=== cla_seq_ctrl ===
==> src/rtl/cla_seq_pkg.sv <==
// Shared types and constants for the nibble-serial CLA add/subtract sequencer.
// Holds the controller state encoding and the nibble-count helper.
package cla_seq_pkg;

  typedef enum logic [1:0] {
    ST_IDLE = 2'd0,
    ST_RUN  = 2'd1,
    ST_DONE = 2'd2
  } state_e;

  localparam int NIB_W = 4;

  function automatic int nib_count(input int width);
    return width / NIB_W;
  endfunction

endpackage

==> src/rtl/cla_seq_ctrl_slice.sv <==
// Purely combinational 4-bit carry-lookahead adder slice.
// The sequencer time-shares a single instance of it across all nibbles.
module cla4_slice (
  input  logic [3:0] a,
  input  logic [3:0] b,
  input  logic       ci,
  output logic [3:0] s,
  output logic       co
);

  logic [3:0] g;
  logic [3:0] p;
  logic [4:0] c;

  assign g = a & b;
  assign p = a ^ b;

  // Every carry is flattened from g/p/ci so no carry ripples bit to bit.
  assign c[0] = ci;
  assign c[1] = g[0] | (p[0] & ci);
  assign c[2] = g[1] | (p[1] & g[0]) | (p[1] & p[0] & ci);
  assign c[3] = g[2] | (p[2] & g[1]) | (p[2] & p[1] & g[0])
              | (p[2] & p[1] & p[0] & ci);
  assign c[4] = g[3] | (p[3] & g[2]) | (p[3] & p[2] & g[1])
              | (p[3] & p[2] & p[1] & g[0])
              | (p[3] & p[2] & p[1] & p[0] & ci);

  assign s  = p ^ c[3:0];
  assign co = c[4];

endmodule

==> src/rtl/cla_seq_ctrl.sv <==
// Multi-cycle WIDTH-bit add/subtract built from one shared 4-bit CLA slice,
// processing one nibble per clock LSB first with a registered inter-nibble carry.
module cla_seq_ctrl
  import cla_seq_pkg::*;
#(
  parameter int WIDTH = 16
) (
  input  logic             clk,
  input  logic             rst,
  input  logic             start,
  input  logic             sub,
  input  logic [WIDTH-1:0] a,
  input  logic [WIDTH-1:0] b,
  input  logic             cin,
  output logic             ready,
  output logic             busy,
  output logic             done,
  output logic [WIDTH-1:0] sum,
  output logic             cout,
  output logic             ovf
);

  localparam int NIB   = nib_count(WIDTH);
  localparam int IDX_W = (NIB > 1) ? $clog2(NIB) : 1;

  if (((WIDTH % NIB_W) != 0) || (WIDTH < NIB_W)) begin : g_bad_width
    $error("cla_seq_ctrl: WIDTH must be a positive multiple of 4");
  end

  state_e             state_q, state_d;
  logic [WIDTH-1:0]   a_q, a_d;
  logic [WIDTH-1:0]   b_q, b_d;
  logic [WIDTH-1:0]   sum_q, sum_d;
  logic [IDX_W-1:0]   idx_q, idx_d;
  logic               carry_q, carry_d;
  logic               cout_q, cout_d;
  logic               ovf_q, ovf_d;
  logic               done_q, done_d;

  logic [NIB_W-1:0]   slice_a;
  logic [NIB_W-1:0]   slice_b;
  logic [NIB_W-1:0]   slice_s;
  logic               slice_co;
  logic               last_step;

  cla4_slice u_slice (
    .a  (slice_a),
    .b  (slice_b),
    .ci (carry_q),
    .s  (slice_s),
    .co (slice_co)
  );

  // Loop-based nibble mux keeps every part-select constant after unrolling.
  always_comb begin
    slice_a = '0;
    slice_b = '0;
    for (int k = 0; k < NIB; k++) begin
      if (idx_q == IDX_W'(k)) begin
        slice_a = a_q[k*NIB_W +: NIB_W];
        slice_b = b_q[k*NIB_W +: NIB_W];
      end
    end
  end

  assign last_step = (idx_q == IDX_W'(NIB - 1));

  always_comb begin
    state_d = state_q;
    a_d     = a_q;
    b_d     = b_q;
    sum_d   = sum_q;
    idx_d   = idx_q;
    carry_d = carry_q;
    cout_d  = cout_q;
    ovf_d   = ovf_q;
    done_d  = 1'b0;

    case (state_q)
      ST_IDLE: begin
        if (start) begin
          // Subtraction is a + ~b + 1, so b is stored pre-inverted.
          a_d     = a;
          b_d     = sub ? ~b : b;
          carry_d = sub ? 1'b1 : cin;
          sum_d   = '0;
          idx_d   = '0;
          cout_d  = 1'b0;
          ovf_d   = 1'b0;
          state_d = ST_RUN;
        end
      end

      ST_RUN: begin
        for (int k = 0; k < NIB; k++) begin
          if (idx_q == IDX_W'(k)) begin
            sum_d[k*NIB_W +: NIB_W] = slice_s;
          end
        end
        carry_d = slice_co;
        idx_d   = idx_q + IDX_W'(1);
        if (last_step) begin
          cout_d  = slice_co;
          ovf_d   = (a_q[WIDTH-1] == b_q[WIDTH-1]) &&
                    (slice_s[NIB_W-1] != a_q[WIDTH-1]);
          done_d  = 1'b1;
          state_d = ST_DONE;
        end
      end

      ST_DONE: begin
        state_d = ST_IDLE;
      end

      default: begin
        state_d = ST_IDLE;
      end
    endcase
  end

  always_ff @(posedge clk or posedge rst) begin
    if (rst) begin
      state_q <= ST_IDLE;
      a_q     <= '0;
      b_q     <= '0;
      sum_q   <= '0;
      idx_q   <= '0;
      carry_q <= 1'b0;
      cout_q  <= 1'b0;
      ovf_q   <= 1'b0;
      done_q  <= 1'b0;
    end else begin
      state_q <= state_d;
      a_q     <= a_d;
      b_q     <= b_d;
      sum_q   <= sum_d;
      idx_q   <= idx_d;
      carry_q <= carry_d;
      cout_q  <= cout_d;
      ovf_q   <= ovf_d;
      done_q  <= done_d;
    end
  end

  assign ready = (state_q == ST_IDLE);
  assign busy  = (state_q == ST_RUN);
  assign done  = done_q;
  assign sum   = sum_q;
  assign cout  = cout_q;
  assign ovf   = ovf_q;

endmodule

==> config.mk <==
export PLATFORM = sky130hd
export DESIGN_NAME = cla_seq_ctrl
export DESIGN_NICKNAME = d
export VERILOG_FILES = /design/src/rtl/cla_seq_pkg.sv /design/src/rtl/cla_seq_ctrl_slice.sv /design/src/rtl/cla_seq_ctrl.sv
export SDC_FILE = /design/constraint.sdc
export NUM_CORES = 1
export LEC_CHECK = 0
export ABC_AREA = 1
export CAP_MARGIN = 20
export CORE_ASPECT_RATIO = 0.6
export CORE_MARGIN = 2
export CORE_UTILIZATION = 35
export DETAILED_ROUTE_END_ITERATION = 6
export GPL_TIMING_DRIVEN = 0
export PLACE_DENSITY_LB_ADDON = 0.25
export RECOVER_POWER = 100
export SYNTH_ARGS = -nofsm -noshare
export SYNTH_HDL_FRONTEND = slang
export SYNTH_SLANG_ARGS = --single-unit
==> constraint.sdc <==
create_clock -name clk -period 3.2 [get_ports clk]
set_input_delay 0.48 -clock clk [delete_from_list [all_inputs] [get_ports clk]]
set_output_delay 0.48 -clock clk [all_outputs]
set_load 0.05 [all_outputs]
=== sbox_share_ctrl ===
--- config.mk ---
export PLATFORM = sky130hd
export DESIGN_NAME = sbox_share_ctrl
export DESIGN_NICKNAME = d
export VERILOG_FILES = /design/src/rtl/aes_pkg.sv /design/src/rtl/sbox_share_ctrl_sbox.sv /design/src/rtl/sbox_share_ctrl.sv
export SDC_FILE = /design/constraint.sdc
export NUM_CORES = 2
export LEC_CHECK = 0
export CAP_MARGIN = 5
export CORE_MARGIN = 10
export CORE_UTILIZATION = 50
export CTS_CLUSTER_SIZE = 40
export DETAILED_ROUTE_END_ITERATION = 16
export MAX_ROUTING_LAYER = met4
export PLACE_DENSITY = 0.69
export SYNTH_ARGS = -nofsm -noshare
export SYNTH_HDL_FRONTEND = slang
export SYNTH_SLANG_ARGS = --single-unit
--- constraint.sdc ---
create_clock -name clk -period 23.4 [get_ports clk]
set_input_delay 4.68 -clock clk [delete_from_list [all_inputs] [get_ports clk]]
set_output_delay 4.68 -clock clk [all_outputs]
set_load 0.02 [all_outputs]
--- src/rtl/aes_pkg.sv ---
// Shared AES constants, controller state encoding and grant encoding used by
// the S-box sharing controller and its neighbours.
package aes_pkg;

    localparam int AES_STATE_BYTES = 16;
    localparam int AES_WORD_BYTES  = 4;

    typedef enum logic [1:0] {
        IDLE    = 2'd0,
        RUN_ST  = 2'd1,
        RUN_KEY = 2'd2
    } state_t;

    typedef enum logic {
        G_ST  = 1'b0,
        G_KEY = 1'b1
    } grant_t;

    function automatic int ceil_div(input int num, input int den);
        return (num + den - 1) / den;
    endfunction

endpackage

--- src/rtl/sbox_share_ctrl_sbox.sv ---
// Byte S-box (AES forward substitution), purely combinational.
// Computed as multiplicative inverse in GF(2^8) (x^254) followed by the
// AES affine transform, so there is no table to mistype.
//   in_byte   in   8   byte to substitute
//   out_byte  out  8   S(in_byte)
module sbox (
    input  logic [7:0] in_byte,
    output logic [7:0] out_byte
);

    function automatic logic [7:0] gf_mul(input logic [7:0] a, input logic [7:0] b);
        logic [7:0] p;
        logic [7:0] x;
        p = 8'h00;
        x = a;
        for (int i = 0; i < 8; i++) begin
            if (b[i]) p = p ^ x;
            x = {x[6:0], 1'b0} ^ (x[7] ? 8'h1b : 8'h00);
        end
        return p;
    endfunction

    logic [7:0] x2, x3, x6, x12, x15, x30, x60, x120, x240, x252, inv;

    always_comb begin
        // addition chain to x^254; zero maps to zero naturally
        x2   = gf_mul(in_byte, in_byte);
        x3   = gf_mul(x2, in_byte);
        x6   = gf_mul(x3, x3);
        x12  = gf_mul(x6, x6);
        x15  = gf_mul(x12, x3);
        x30  = gf_mul(x15, x15);
        x60  = gf_mul(x30, x30);
        x120 = gf_mul(x60, x60);
        x240 = gf_mul(x120, x120);
        x252 = gf_mul(x240, x12);
        inv  = gf_mul(x252, x2);
        out_byte = inv
                 ^ {inv[6:0], inv[7]}
                 ^ {inv[5:0], inv[7:6]}
                 ^ {inv[4:0], inv[7:5]}
                 ^ {inv[3:0], inv[7:4]}
                 ^ 8'h63;
    end

endmodule

--- src/rtl/sbox_share_ctrl.sv ---
// Shares NSBOX byte S-box lanes between the round datapath (SubBytes, 16 bytes)
// and the key scheduler (SubWord, 4 bytes). Jobs run over several beats;
// arbitration is round-robin at job boundaries, each requester has its own
// registered response slot.
//   clk, rst_n                      clock, async active-low reset
//   st_req_valid/ready/data[127:0]  state request
//   st_rsp_valid/ready/data[127:0]  substituted state response
//   key_req_valid/ready/data[31:0]  key word request
//   key_rsp_valid/ready/data[31:0]  substituted word response
//   busy                            high while a job is running
//
// state   | meaning
// IDLE    | arbitrate and accept a request
// RUN_ST  | sequencing SubBytes beats
// RUN_KEY | sequencing SubWord beats
module sbox_share_ctrl
    import aes_pkg::*;
#(
    parameter int NSBOX = 4
) (
    input  logic         clk,
    input  logic         rst_n,
    input  logic         st_req_valid,
    output logic         st_req_ready,
    input  logic [127:0] st_req_data,
    output logic         st_rsp_valid,
    input  logic         st_rsp_ready,
    output logic [127:0] st_rsp_data,
    input  logic         key_req_valid,
    output logic         key_req_ready,
    input  logic [31:0]  key_req_data,
    output logic         key_rsp_valid,
    input  logic         key_rsp_ready,
    output logic [31:0]  key_rsp_data,
    output logic         busy
);

    localparam int B_ST  = AES_STATE_BYTES / NSBOX;
    localparam int B_KEY = ceil_div(AES_WORD_BYTES, NSBOX);
    localparam int BW    = $clog2(B_ST) + 1;
    localparam logic [BW-1:0] LAST_ST  = BW'(B_ST - 1);
    localparam logic [BW-1:0] LAST_KEY = BW'(B_KEY - 1);

    state_t         state, state_next;
    grant_t         last_grant;
    logic [BW-1:0]  beat;
    logic [127:0]   work;
    logic [3:0]     lane_idx [NSBOX];
    logic [7:0]     lane_in  [NSBOX];
    logic [7:0]     lane_out [NSBOX];
    logic           st_elig, key_elig, st_acc, key_acc, is_last;

    // A full response slot makes its requester ineligible; ready is gated only
    // by the other side's eligibility so it never depends on its own valid.
    assign st_elig       = st_req_valid  & ~st_rsp_valid;
    assign key_elig      = key_req_valid & ~key_rsp_valid;
    assign st_req_ready  = (state == IDLE) & ~st_rsp_valid  & ~(key_elig & (last_grant == G_ST));
    assign key_req_ready = (state == IDLE) & ~key_rsp_valid & ~(st_elig  & (last_grant == G_KEY));
    assign st_acc        = st_req_valid  & st_req_ready;
    assign key_acc       = key_req_valid & key_req_ready;
    assign is_last       = ((state == RUN_ST)  && (beat == LAST_ST))
                         | ((state == RUN_KEY) && (beat == LAST_KEY));
    assign busy          = (state != IDLE);

    always_comb begin
        for (int j = 0; j < NSBOX; j++) begin
            lane_idx[j] = 4'(int'(beat) * NSBOX + j);
            lane_in[j]  = work[8*lane_idx[j] +: 8];
        end
    end

    for (genvar j = 0; j < NSBOX; j++) begin : g_lane
        sbox u_sbox (
            .in_byte  (lane_in[j]),
            .out_byte (lane_out[j])
        );
    end

    always_ff @(posedge clk or negedge rst_n) begin
        if (!rst_n) state <= IDLE;
        else        state <= state_next;
    end

    always_comb begin
        state_next = state;
        case (state)
            IDLE: begin
                if (st_acc)       state_next = RUN_ST;
                else if (key_acc) state_next = RUN_KEY;
            end
            RUN_ST, RUN_KEY: begin
                if (is_last) state_next = IDLE;
            end
            default: state_next = IDLE;
        endcase
    end

    always_ff @(posedge clk or negedge rst_n) begin
        if (!rst_n) begin
            beat          <= '0;
            last_grant    <= G_ST;
            work          <= '0;
            st_rsp_valid  <= 1'b0;
            st_rsp_data   <= '0;
            key_rsp_valid <= 1'b0;
            key_rsp_data  <= '0;
        end else begin
            if (st_acc) begin
                work       <= st_req_data;
                beat       <= '0;
                last_grant <= G_ST;
            end else if (key_acc) begin
                work       <= {96'd0, key_req_data};
                beat       <= '0;
                last_grant <= G_KEY;
            end

            if (state == RUN_ST || state == RUN_KEY) begin
                beat <= is_last ? '0 : beat + BW'(1);
            end

            if (state == RUN_ST) begin
                for (int j = 0; j < NSBOX; j++)
                    st_rsp_data[8*lane_idx[j] +: 8] <= lane_out[j];
            end

            // lanes beyond the 4-byte word are idle for key jobs
            if (state == RUN_KEY) begin
                for (int j = 0; j < NSBOX; j++)
                    if (lane_idx[j] < 4'(AES_WORD_BYTES))
                        key_rsp_data[8*lane_idx[j][1:0] +: 8] <= lane_out[j];
            end

            if (state == RUN_ST && is_last)     st_rsp_valid <= 1'b1;
            else if (st_rsp_valid && st_rsp_ready) st_rsp_valid <= 1'b0;

            if (state == RUN_KEY && is_last)      key_rsp_valid <= 1'b1;
            else if (key_rsp_valid && key_rsp_ready) key_rsp_valid <= 1'b0;
        end
    end

endmodule

sbox_share_ctrl, M3 wires:
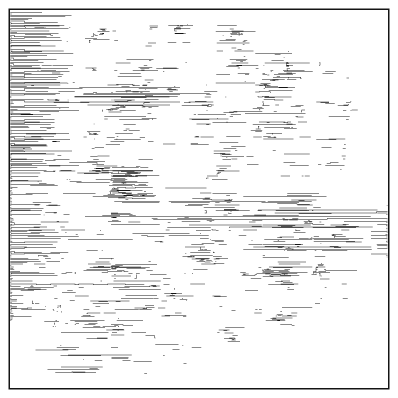
The layer carries 16,400 um of wire. The layer holds 9.2% of the routed length. The longest straight run is 273 um.

sbox_share_ctrl, signal wires on met1:
Bar = 100 um.
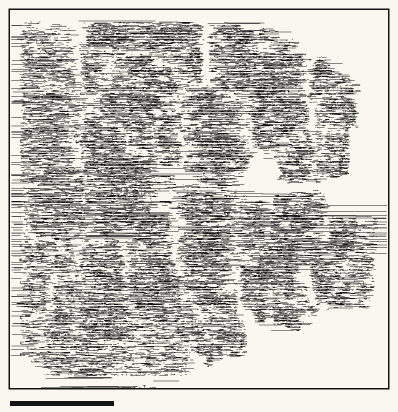
The layer carries 77.0 mm of wire. 6,643 nets have wire on it. The longest straight run is 84.9 um.

==> flow_metrics.tcl, sbox_share_ctrl <==
# place-and-route summary
set metrics [dict create \
    antenna_found_initial 8 \
    r2r-end "key_rsp_data[10]" \
    startpoint "beat[1]" \
    status "completed" \
    synth_area_mm2 0.0584 \
    ff_type "dfrtp_1" \
    lay_top_cells "1,037 x xnor2_1, 760 x nand2_1, 758 x nor2_1" \
    lay_top_count "xnor2_1" \
    edf_count 0 \
    rsz0062_at_grt "false" \
    ys_types 124 \
    setup_tns_ns 0 \
    finalHoldViolCount 0 \
    final-max-slew-violation-count 0 \
    top_area_cell "xnor2_1" \
    cts_tree "yes" \
    cp.depth 69 \
    ys_sh_xor 0.423 \
    critPathTopFamily "XOR/XNOR gates" \
    worstPathRequired_ns 23.93 \
    fmax_mhz 45.2 \
    die_h_um 362 \
    async_reset_ff_frac 1.00 \
]
==> sbox_share_ctrl: metrics by stage <==
stage	std cells	setup WS, ns	utilization	hold slack [ns]
finish	8476	1.25	0.555	0.476
global route	8473	0.00101	0.555	0.503
CTS	8465	0.297	0.552	0.481
detailed placement	8408	0.461	0.542	0.470
global placement	8408	0.829	0.542	0.459
floorplan	6832	3.37	-	0.445
==> sbox_share_ctrl: final cells by class <==
type	instances	area [um2]
Clock buffer	44	905
Sequential cell	296	7410
Tap cell	1524	1910
Fill cell	10600	51600
Inverter	123	467
Clock inverter	13	155
Multi-Input combinational cell	5954	48800
Antenna cell	8	20.0
Timing Repair Buffer	514	4710
==> sbox_share_ctrl: metal layers <==
| layer | vias up | track usage | part of all wire |
|---|---|---|---|
| met1 | 24600 | 0.353 | 0.43 |
| met5 | - | - | 0 |
| li1 | 24000 | - | - |
| met3 | 219 | 0.0558 | 0.092 |
| met2 | 2052 | 0.415 | 0.45 |
| met4 | 0 | 0.0550 | 0.022 |
cla_seq_ctrl, I/O nets highlighted:
Bar = 20 um.
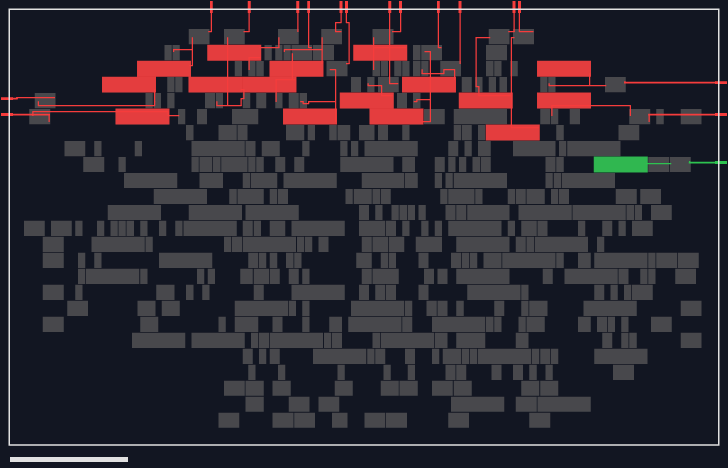
Red stands for sum, bits 16, direction output, edge 12 north, 2 west, 2 east, end cells 16, buffers 16, wire 357 um. Green stands for done, bits 1, direction output, edge east, end cells 1, buffers 1, wire 8.70 um.

==> flow_metrics.tcl, cla_seq_ctrl <==
# place-and-route summary
set metrics [dict create \
    reg2regPathDepth 17 \
    rrSetupSlack_ns 0.36 \
    synth_area_mm2 0.00285 \
    worstPathRequired_ns 3.43 \
    status "completed" \
    synthMuxAreaShare 0 \
    setup_viol 0 \
    final_util 0.466 \
    grt_pass1_vias 2227 \
    setup_tns_ns 0 \
    insertion_delay_ns 0.29 \
    wl_per_cell_um 13.4 \
    core_util_floorplan 0.362 \
    cp-endpoint "sum[3]" \
    overflow 0 \
    finalCriticalPeriod_ns 2.84 \
    lay_top_count "nand2_1" \
    die_w_um 121 \
    ctsRootBufferMaster "clkbuf_16" \
    largest_cell_class "registers" \
    lay_top_cells "99 x nand2_1, 56 x dfrtp_1, 44 x o21ai_0" \
    logic_area_mm2 0.00119 \
    rsz0062_at_grt "false" \
    antenna_found_initial 0 \
    grt_use_total 0.164 \
]
## cla_seq_ctrl: per-stage QoR
stage	area, um2	setup slack, ns
2_1_floorplan	2850	0.860
3_3_place_gp	3550	0.133
5_1_grt	3670	0.0872
3_5_place_dp	3570	0.0769
6_report	3670	0.360
4_1_cts	3710	0.0440
## cla_seq_ctrl: metal layers
layer	vias to the layer above	share of wire	global-route usage
met3	4	0.074	0.0411
li1	1173	-	-
met5	-	0	0
met4	0	0.0046	0.0284
met1	1071	0.53	0.257
met2	63	0.39	0.230
## cla_seq_ctrl: synthesized netlist by cell type, drive strengths merged
master,n,area [um2]
nand2,101,382
nor2,13,96.3
a21boi,1,7.51
a22oi,2,15.0
inv,44,168
o211ai,3,22.5
fa,1,20.0
xor2,14,123
buf,10,73.8
a21oi,13,76.3
clkbuf,2,17.5
ha,8,100
nand3,5,25.0
nand4,1,6.26
dfrtp,56,1400
o21ai,49,253
or2,1,6.26
o22ai,5,31.3
xnor2,3,26.3
## cla_seq_ctrl: registers in the layout, summed over array words and instances, names as in the netlist
name / count
idx_q: 2
state_q: 2
b_q: 16
ovf: 1
done: 1
carry_q: 1
a_q: 16
sum: 16
cout: 1

=== qam_symbol_mapper ===
===== config.mk =====
export PLATFORM = sky130hd
export DESIGN_NAME = qam_symbol_mapper
export DESIGN_NICKNAME = d
export VERILOG_FILES = /design/src/rtl/qam_symbol_mapper.sv
export SDC_FILE = /design/constraint.sdc
export NUM_CORES = 1
export LEC_CHECK = 0
export ABC_AREA = 1
export CORE_MARGIN = 5
export CORE_UTILIZATION = 45
export DETAILED_ROUTE_END_ITERATION = 10
export GPL_ROUTABILITY_DRIVEN = 0
export PLACE_DENSITY = 0.78
export SETUP_SLACK_MARGIN = 0.1
export SLEW_MARGIN = 30
export SYNTH_ARGS = -nofsm -noshare
export SYNTH_HDL_FRONTEND = slang
export SYNTH_SLANG_ARGS = --single-unit
export TNS_END_PERCENT = 20

===== constraint.sdc =====
create_clock -name clk -period 1.25 [get_ports clk]
set_input_delay 0.25 -clock clk [delete_from_list [all_inputs] [get_ports clk]]
set_output_delay 0.25 -clock clk [all_outputs]
set_load 0.03 [all_outputs]

===== src/rtl/qam_symbol_mapper.sv =====
// Serial-to-QAM symbol mapper: assembles BITS_PER_SYM bits, then releases them on a
// fixed symbol grid as Gray-decoded signed I/Q levels with sign flags.
module qam_symbol_mapper #(
  parameter int BITS_PER_SYM = 4,
  parameter int SYM_PERIOD   = 1024,
  parameter int LEVEL_W      = 8,
  parameter int STEP         = 32
) (
  input  logic                      clk,
  input  logic                      rst,
  input  logic                      bit_in,
  input  logic                      bit_valid,
  output logic                      bit_ready,
  output logic signed [LEVEL_W-1:0] sym_i,
  output logic signed [LEVEL_W-1:0] sym_q,
  output logic                      elojel_cos,
  output logic                      elojel_sin,
  output logic                      sym_strobe,
  output logic                      underflow
);

  localparam int     H           = BITS_PER_SYM / 2;
  localparam int     M           = 1 << H;
  localparam int     TIMER_W     = $clog2(SYM_PERIOD);
  localparam int     CNT_W       = $clog2(BITS_PER_SYM + 1);
  localparam longint MAX_LEVEL   = longint'(M - 1) * longint'(STEP);
  localparam longint LEVEL_LIMIT = (longint'(1) << (LEVEL_W - 1)) - 1;

  if (BITS_PER_SYM < 2 || BITS_PER_SYM > 8 || (BITS_PER_SYM % 2) != 0) begin : g_bad_bits
    $error("qam_symbol_mapper: BITS_PER_SYM must be even and within 2..8");
  end
  if (SYM_PERIOD < 2 || SYM_PERIOD > 65535) begin : g_bad_period
    $error("qam_symbol_mapper: SYM_PERIOD must be within 2..65535");
  end
  if (LEVEL_W < 2 || LEVEL_W > 32 || STEP < 1 || MAX_LEVEL > LEVEL_LIMIT) begin : g_bad_level
    $error("qam_symbol_mapper: outermost level does not fit in signed LEVEL_W");
  end

  // Binary-reflected Gray decode of one half, then odd-integer level scaled by STEP.
  function automatic logic signed [LEVEL_W-1:0] gray_level(input logic [H-1:0] b);
    logic [H-1:0] g;
    int           lvl;
    g[H-1] = b[H-1];
    for (int k = H - 2; k >= 0; k--) begin
      g[k] = g[k+1] ^ b[k];
    end
    lvl = (2 * int'(g) - (M - 1)) * STEP;
    return LEVEL_W'(lvl);
  endfunction

  logic [TIMER_W-1:0]      timer;
  logic [BITS_PER_SYM-1:0] pending;
  logic [CNT_W-1:0]        bit_cnt;
  logic                    boundary;
  logic                    pending_full;
  logic                    accept;
  logic signed [LEVEL_W-1:0] lvl_i;
  logic signed [LEVEL_W-1:0] lvl_q;

  assign boundary     = (timer == TIMER_W'(SYM_PERIOD - 1));
  assign pending_full = (bit_cnt == CNT_W'(BITS_PER_SYM));
  assign bit_ready    = ~rst & ~pending_full;
  assign accept       = bit_valid & bit_ready;

  assign lvl_i = gray_level(pending[H-1:0]);
  assign lvl_q = gray_level(pending[BITS_PER_SYM-1:H]);

  // NOTE: sequential state is updated only with non-blocking assignments so every
  // register samples pre-edge values regardless of block ordering.
  always_ff @(posedge clk) begin
    if (rst) begin
      timer <= '0;
    end else if (boundary) begin
      timer <= '0;
    end else begin
      timer <= timer + TIMER_W'(1);
    end
  end

  // NOTE: the assembly register is tiny and feeds the output mux directly, so it is
  // reset along with its counter; nothing stale may leak into a symbol after reset.
  always_ff @(posedge clk) begin
    if (rst) begin
      pending <= '0;
      bit_cnt <= '0;
    end else if (boundary && pending_full) begin
      pending <= '0;
      bit_cnt <= '0;
    end else if (accept) begin
      for (int k = 0; k < BITS_PER_SYM; k++) begin
        if (bit_cnt == CNT_W'(k)) begin
          pending[k] <= bit_in;
        end
      end
      bit_cnt <= bit_cnt + CNT_W'(1);
    end
  end

  // Partial assemblies survive an underflow boundary; only a load consumes bits.
  always_ff @(posedge clk) begin
    if (rst) begin
      sym_i      <= '0;
      sym_q      <= '0;
      elojel_cos <= 1'b0;
      elojel_sin <= 1'b0;
      sym_strobe <= 1'b0;
      underflow  <= 1'b0;
    end else begin
      sym_strobe <= 1'b0;
      underflow  <= 1'b0;
      if (boundary) begin
        if (pending_full) begin
          sym_i      <= lvl_i;
          sym_q      <= lvl_q;
          elojel_cos <= lvl_i[LEVEL_W-1];
          elojel_sin <= lvl_q[LEVEL_W-1];
          sym_strobe <= 1'b1;
        end else begin
          sym_i      <= '0;
          sym_q      <= '0;
          elojel_cos <= 1'b0;
          elojel_sin <= 1'b0;
          underflow  <= 1'b1;
        end
      end
    end
  end

endmodule


qam_symbol_mapper, signal wires on met1:
Bar = 20 um.
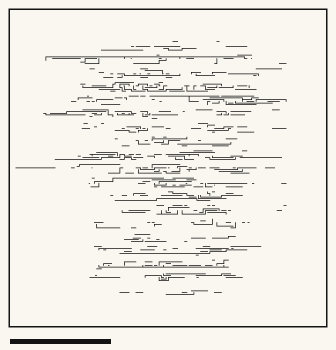
The layer holds 40% of the routed length. 176 nets have wire on it.

qam_symbol_mapper, the metal 2 layer:
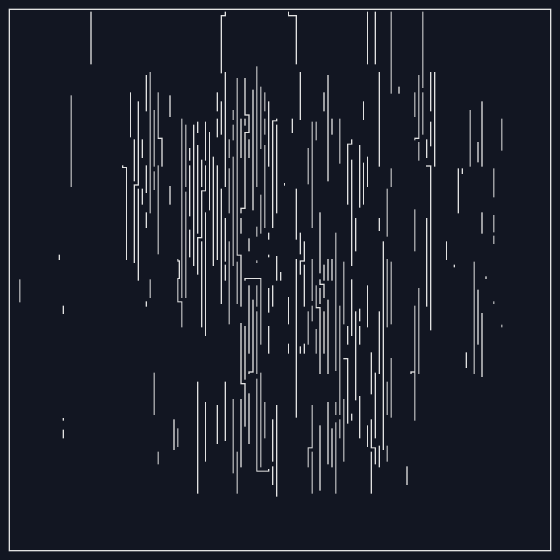
169 nets have wire on it. The longest straight run is 24.1 um. The layer carries 1,320 um of wire. The wires run mostly vertical.

qam_symbol_mapper, M3 wires:
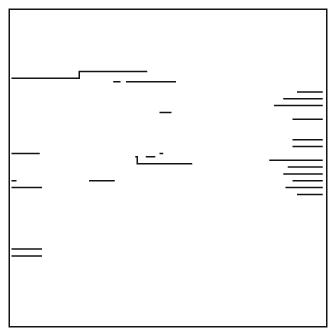
The wires run mostly horizontal. The layer holds 6.5% of the routed length.

==> flow_metrics.tcl <==
# place-and-route summary
set metrics [dict create \
    crit_arrival_ns 1.18 \
    hp-class "register to register" \
    clock_sinks 24 \
    grt_use_total 0.126 \
    area_delta_synth_final_pct 29.3 \
    powerComb_w 0.000206 \
    post_cts_buffers 5 \
    critical-path-slowest-cell "dfxtp_2" \
    vias_per_cell 4.75 \
    setup_tns_ns -0.648 \
    fin_nets 205 \
    worstPathRequired_ns 1.00 \
    critPathTopFamily "flip-flops" \
    setup_viol 9 \
    num_rows 19 \
    powerSeq_w 0.000799 \
    top_power_group "sequential cells" \
    rsz0062_at_grt "true" \
    ant_nets 0 \
    cp-end-kind "output pin" \
    synth_area_mm2 0.00126 \
    p_leak_nw 0.742 \
    grt_util_met3 0.0252 \
    dp_hpwl_um 1780 \
    placed_area_mm2 0.00144 \
    dr_wl_met2_um 1320 \
    status "finished, violations left" \
    ys_warn_count 0 \
    largest-register "timer" \
    met1_usage 0.136 \
    finalInstanceArea_mm2 0.00163 \
    remaining_drc_errors 0 \
    startpoint_type "register" \
    die_area_mm2 0.00395 \
    setup_slack_ns -0.177 \
    p_seq_frac 0.598 \
    antenna_found_initial 0 \
    cts_max_path_buffers 2 \
    grt_pass1_wl_um 4170 \
    grt_max_degree 13 \
    drive_above_1_share 0.342 \
    ioPinCount 25 \
    vias 1064 \
    overflow 0 \
    wl_per_cell_um 11.3 \
    ff_type "dfxtp_1" \
    warning_count 32 \
    cts_tree "yes" \
    largest_reg_flops 10 \
    met1_length_um 1010 \
    ctsRootBufferMaster "clkbuf_4" \
    violations "setup timing" \
    insertion_delay_ns 0.30 \
    rr_startpoint "bit_cnt[1]" \
    clk_pin_slew_ns 0.13 \
    topCellsByArea "dfxtp_1 38%, nand2_1 9.2%, nor2_1 8.1%" \
    edf_count 0 \
    synth.most_common_cell "nand2_1" \
    core_util_floorplan 0.464 \
    ir_drop_v 0.000616 \
    syn_inst 165 \
    reg.largest.list "timer (10), pending (4)" \
    p_int_w 0.000973 \
]
kinds of logic after synthesis:
group / after synthesis / synth area share
compound gates: 9 / 0.0358
xor+xnor: 6 / 0.0417
fa+ha+maj: 6 / 0.0596
buf+inv: 34 / 0.146
flops: 24 / 0.382
other cells: 1 / 0.00298
simple gates: 85 / 0.332
layout by cell type, fill, tap and decap left out, types with 3 or more instances in the layout:
cell / instances
nand4_1: 4
clkbuf_4: 3
a21oi_1: 3
ha_4: 4
nand2_4: 4
dfxtp_2: 3
nand3_2: 4
o21ai_2: 4
nor2_1: 25
dfxtp_1: 20
conb_1: 10
nand3_1: 6
buf_4: 23
nand2_1: 29
clkdlybuf4s50_1: 3
nor2_4: 3
xnor2_1: 4
inv_1: 15
layout make-up:
class,instances,area [um2]
clock buffer,3,22.5
timing repair buffer,30,244
multi-input combinational,116,754
tap,31,38.8
sequential,24,488
inverter,20,80.1
fill,229,1080
worst paths after layout:
path	to	slack, ns
max reg2reg	pending[1]	-0.12
max	bit_ready	-0.18
min reg2reg	sym_i[6]	0.46
min	sym_i[6]	0.46

Power is estimated from default activity; no workload was simulated.
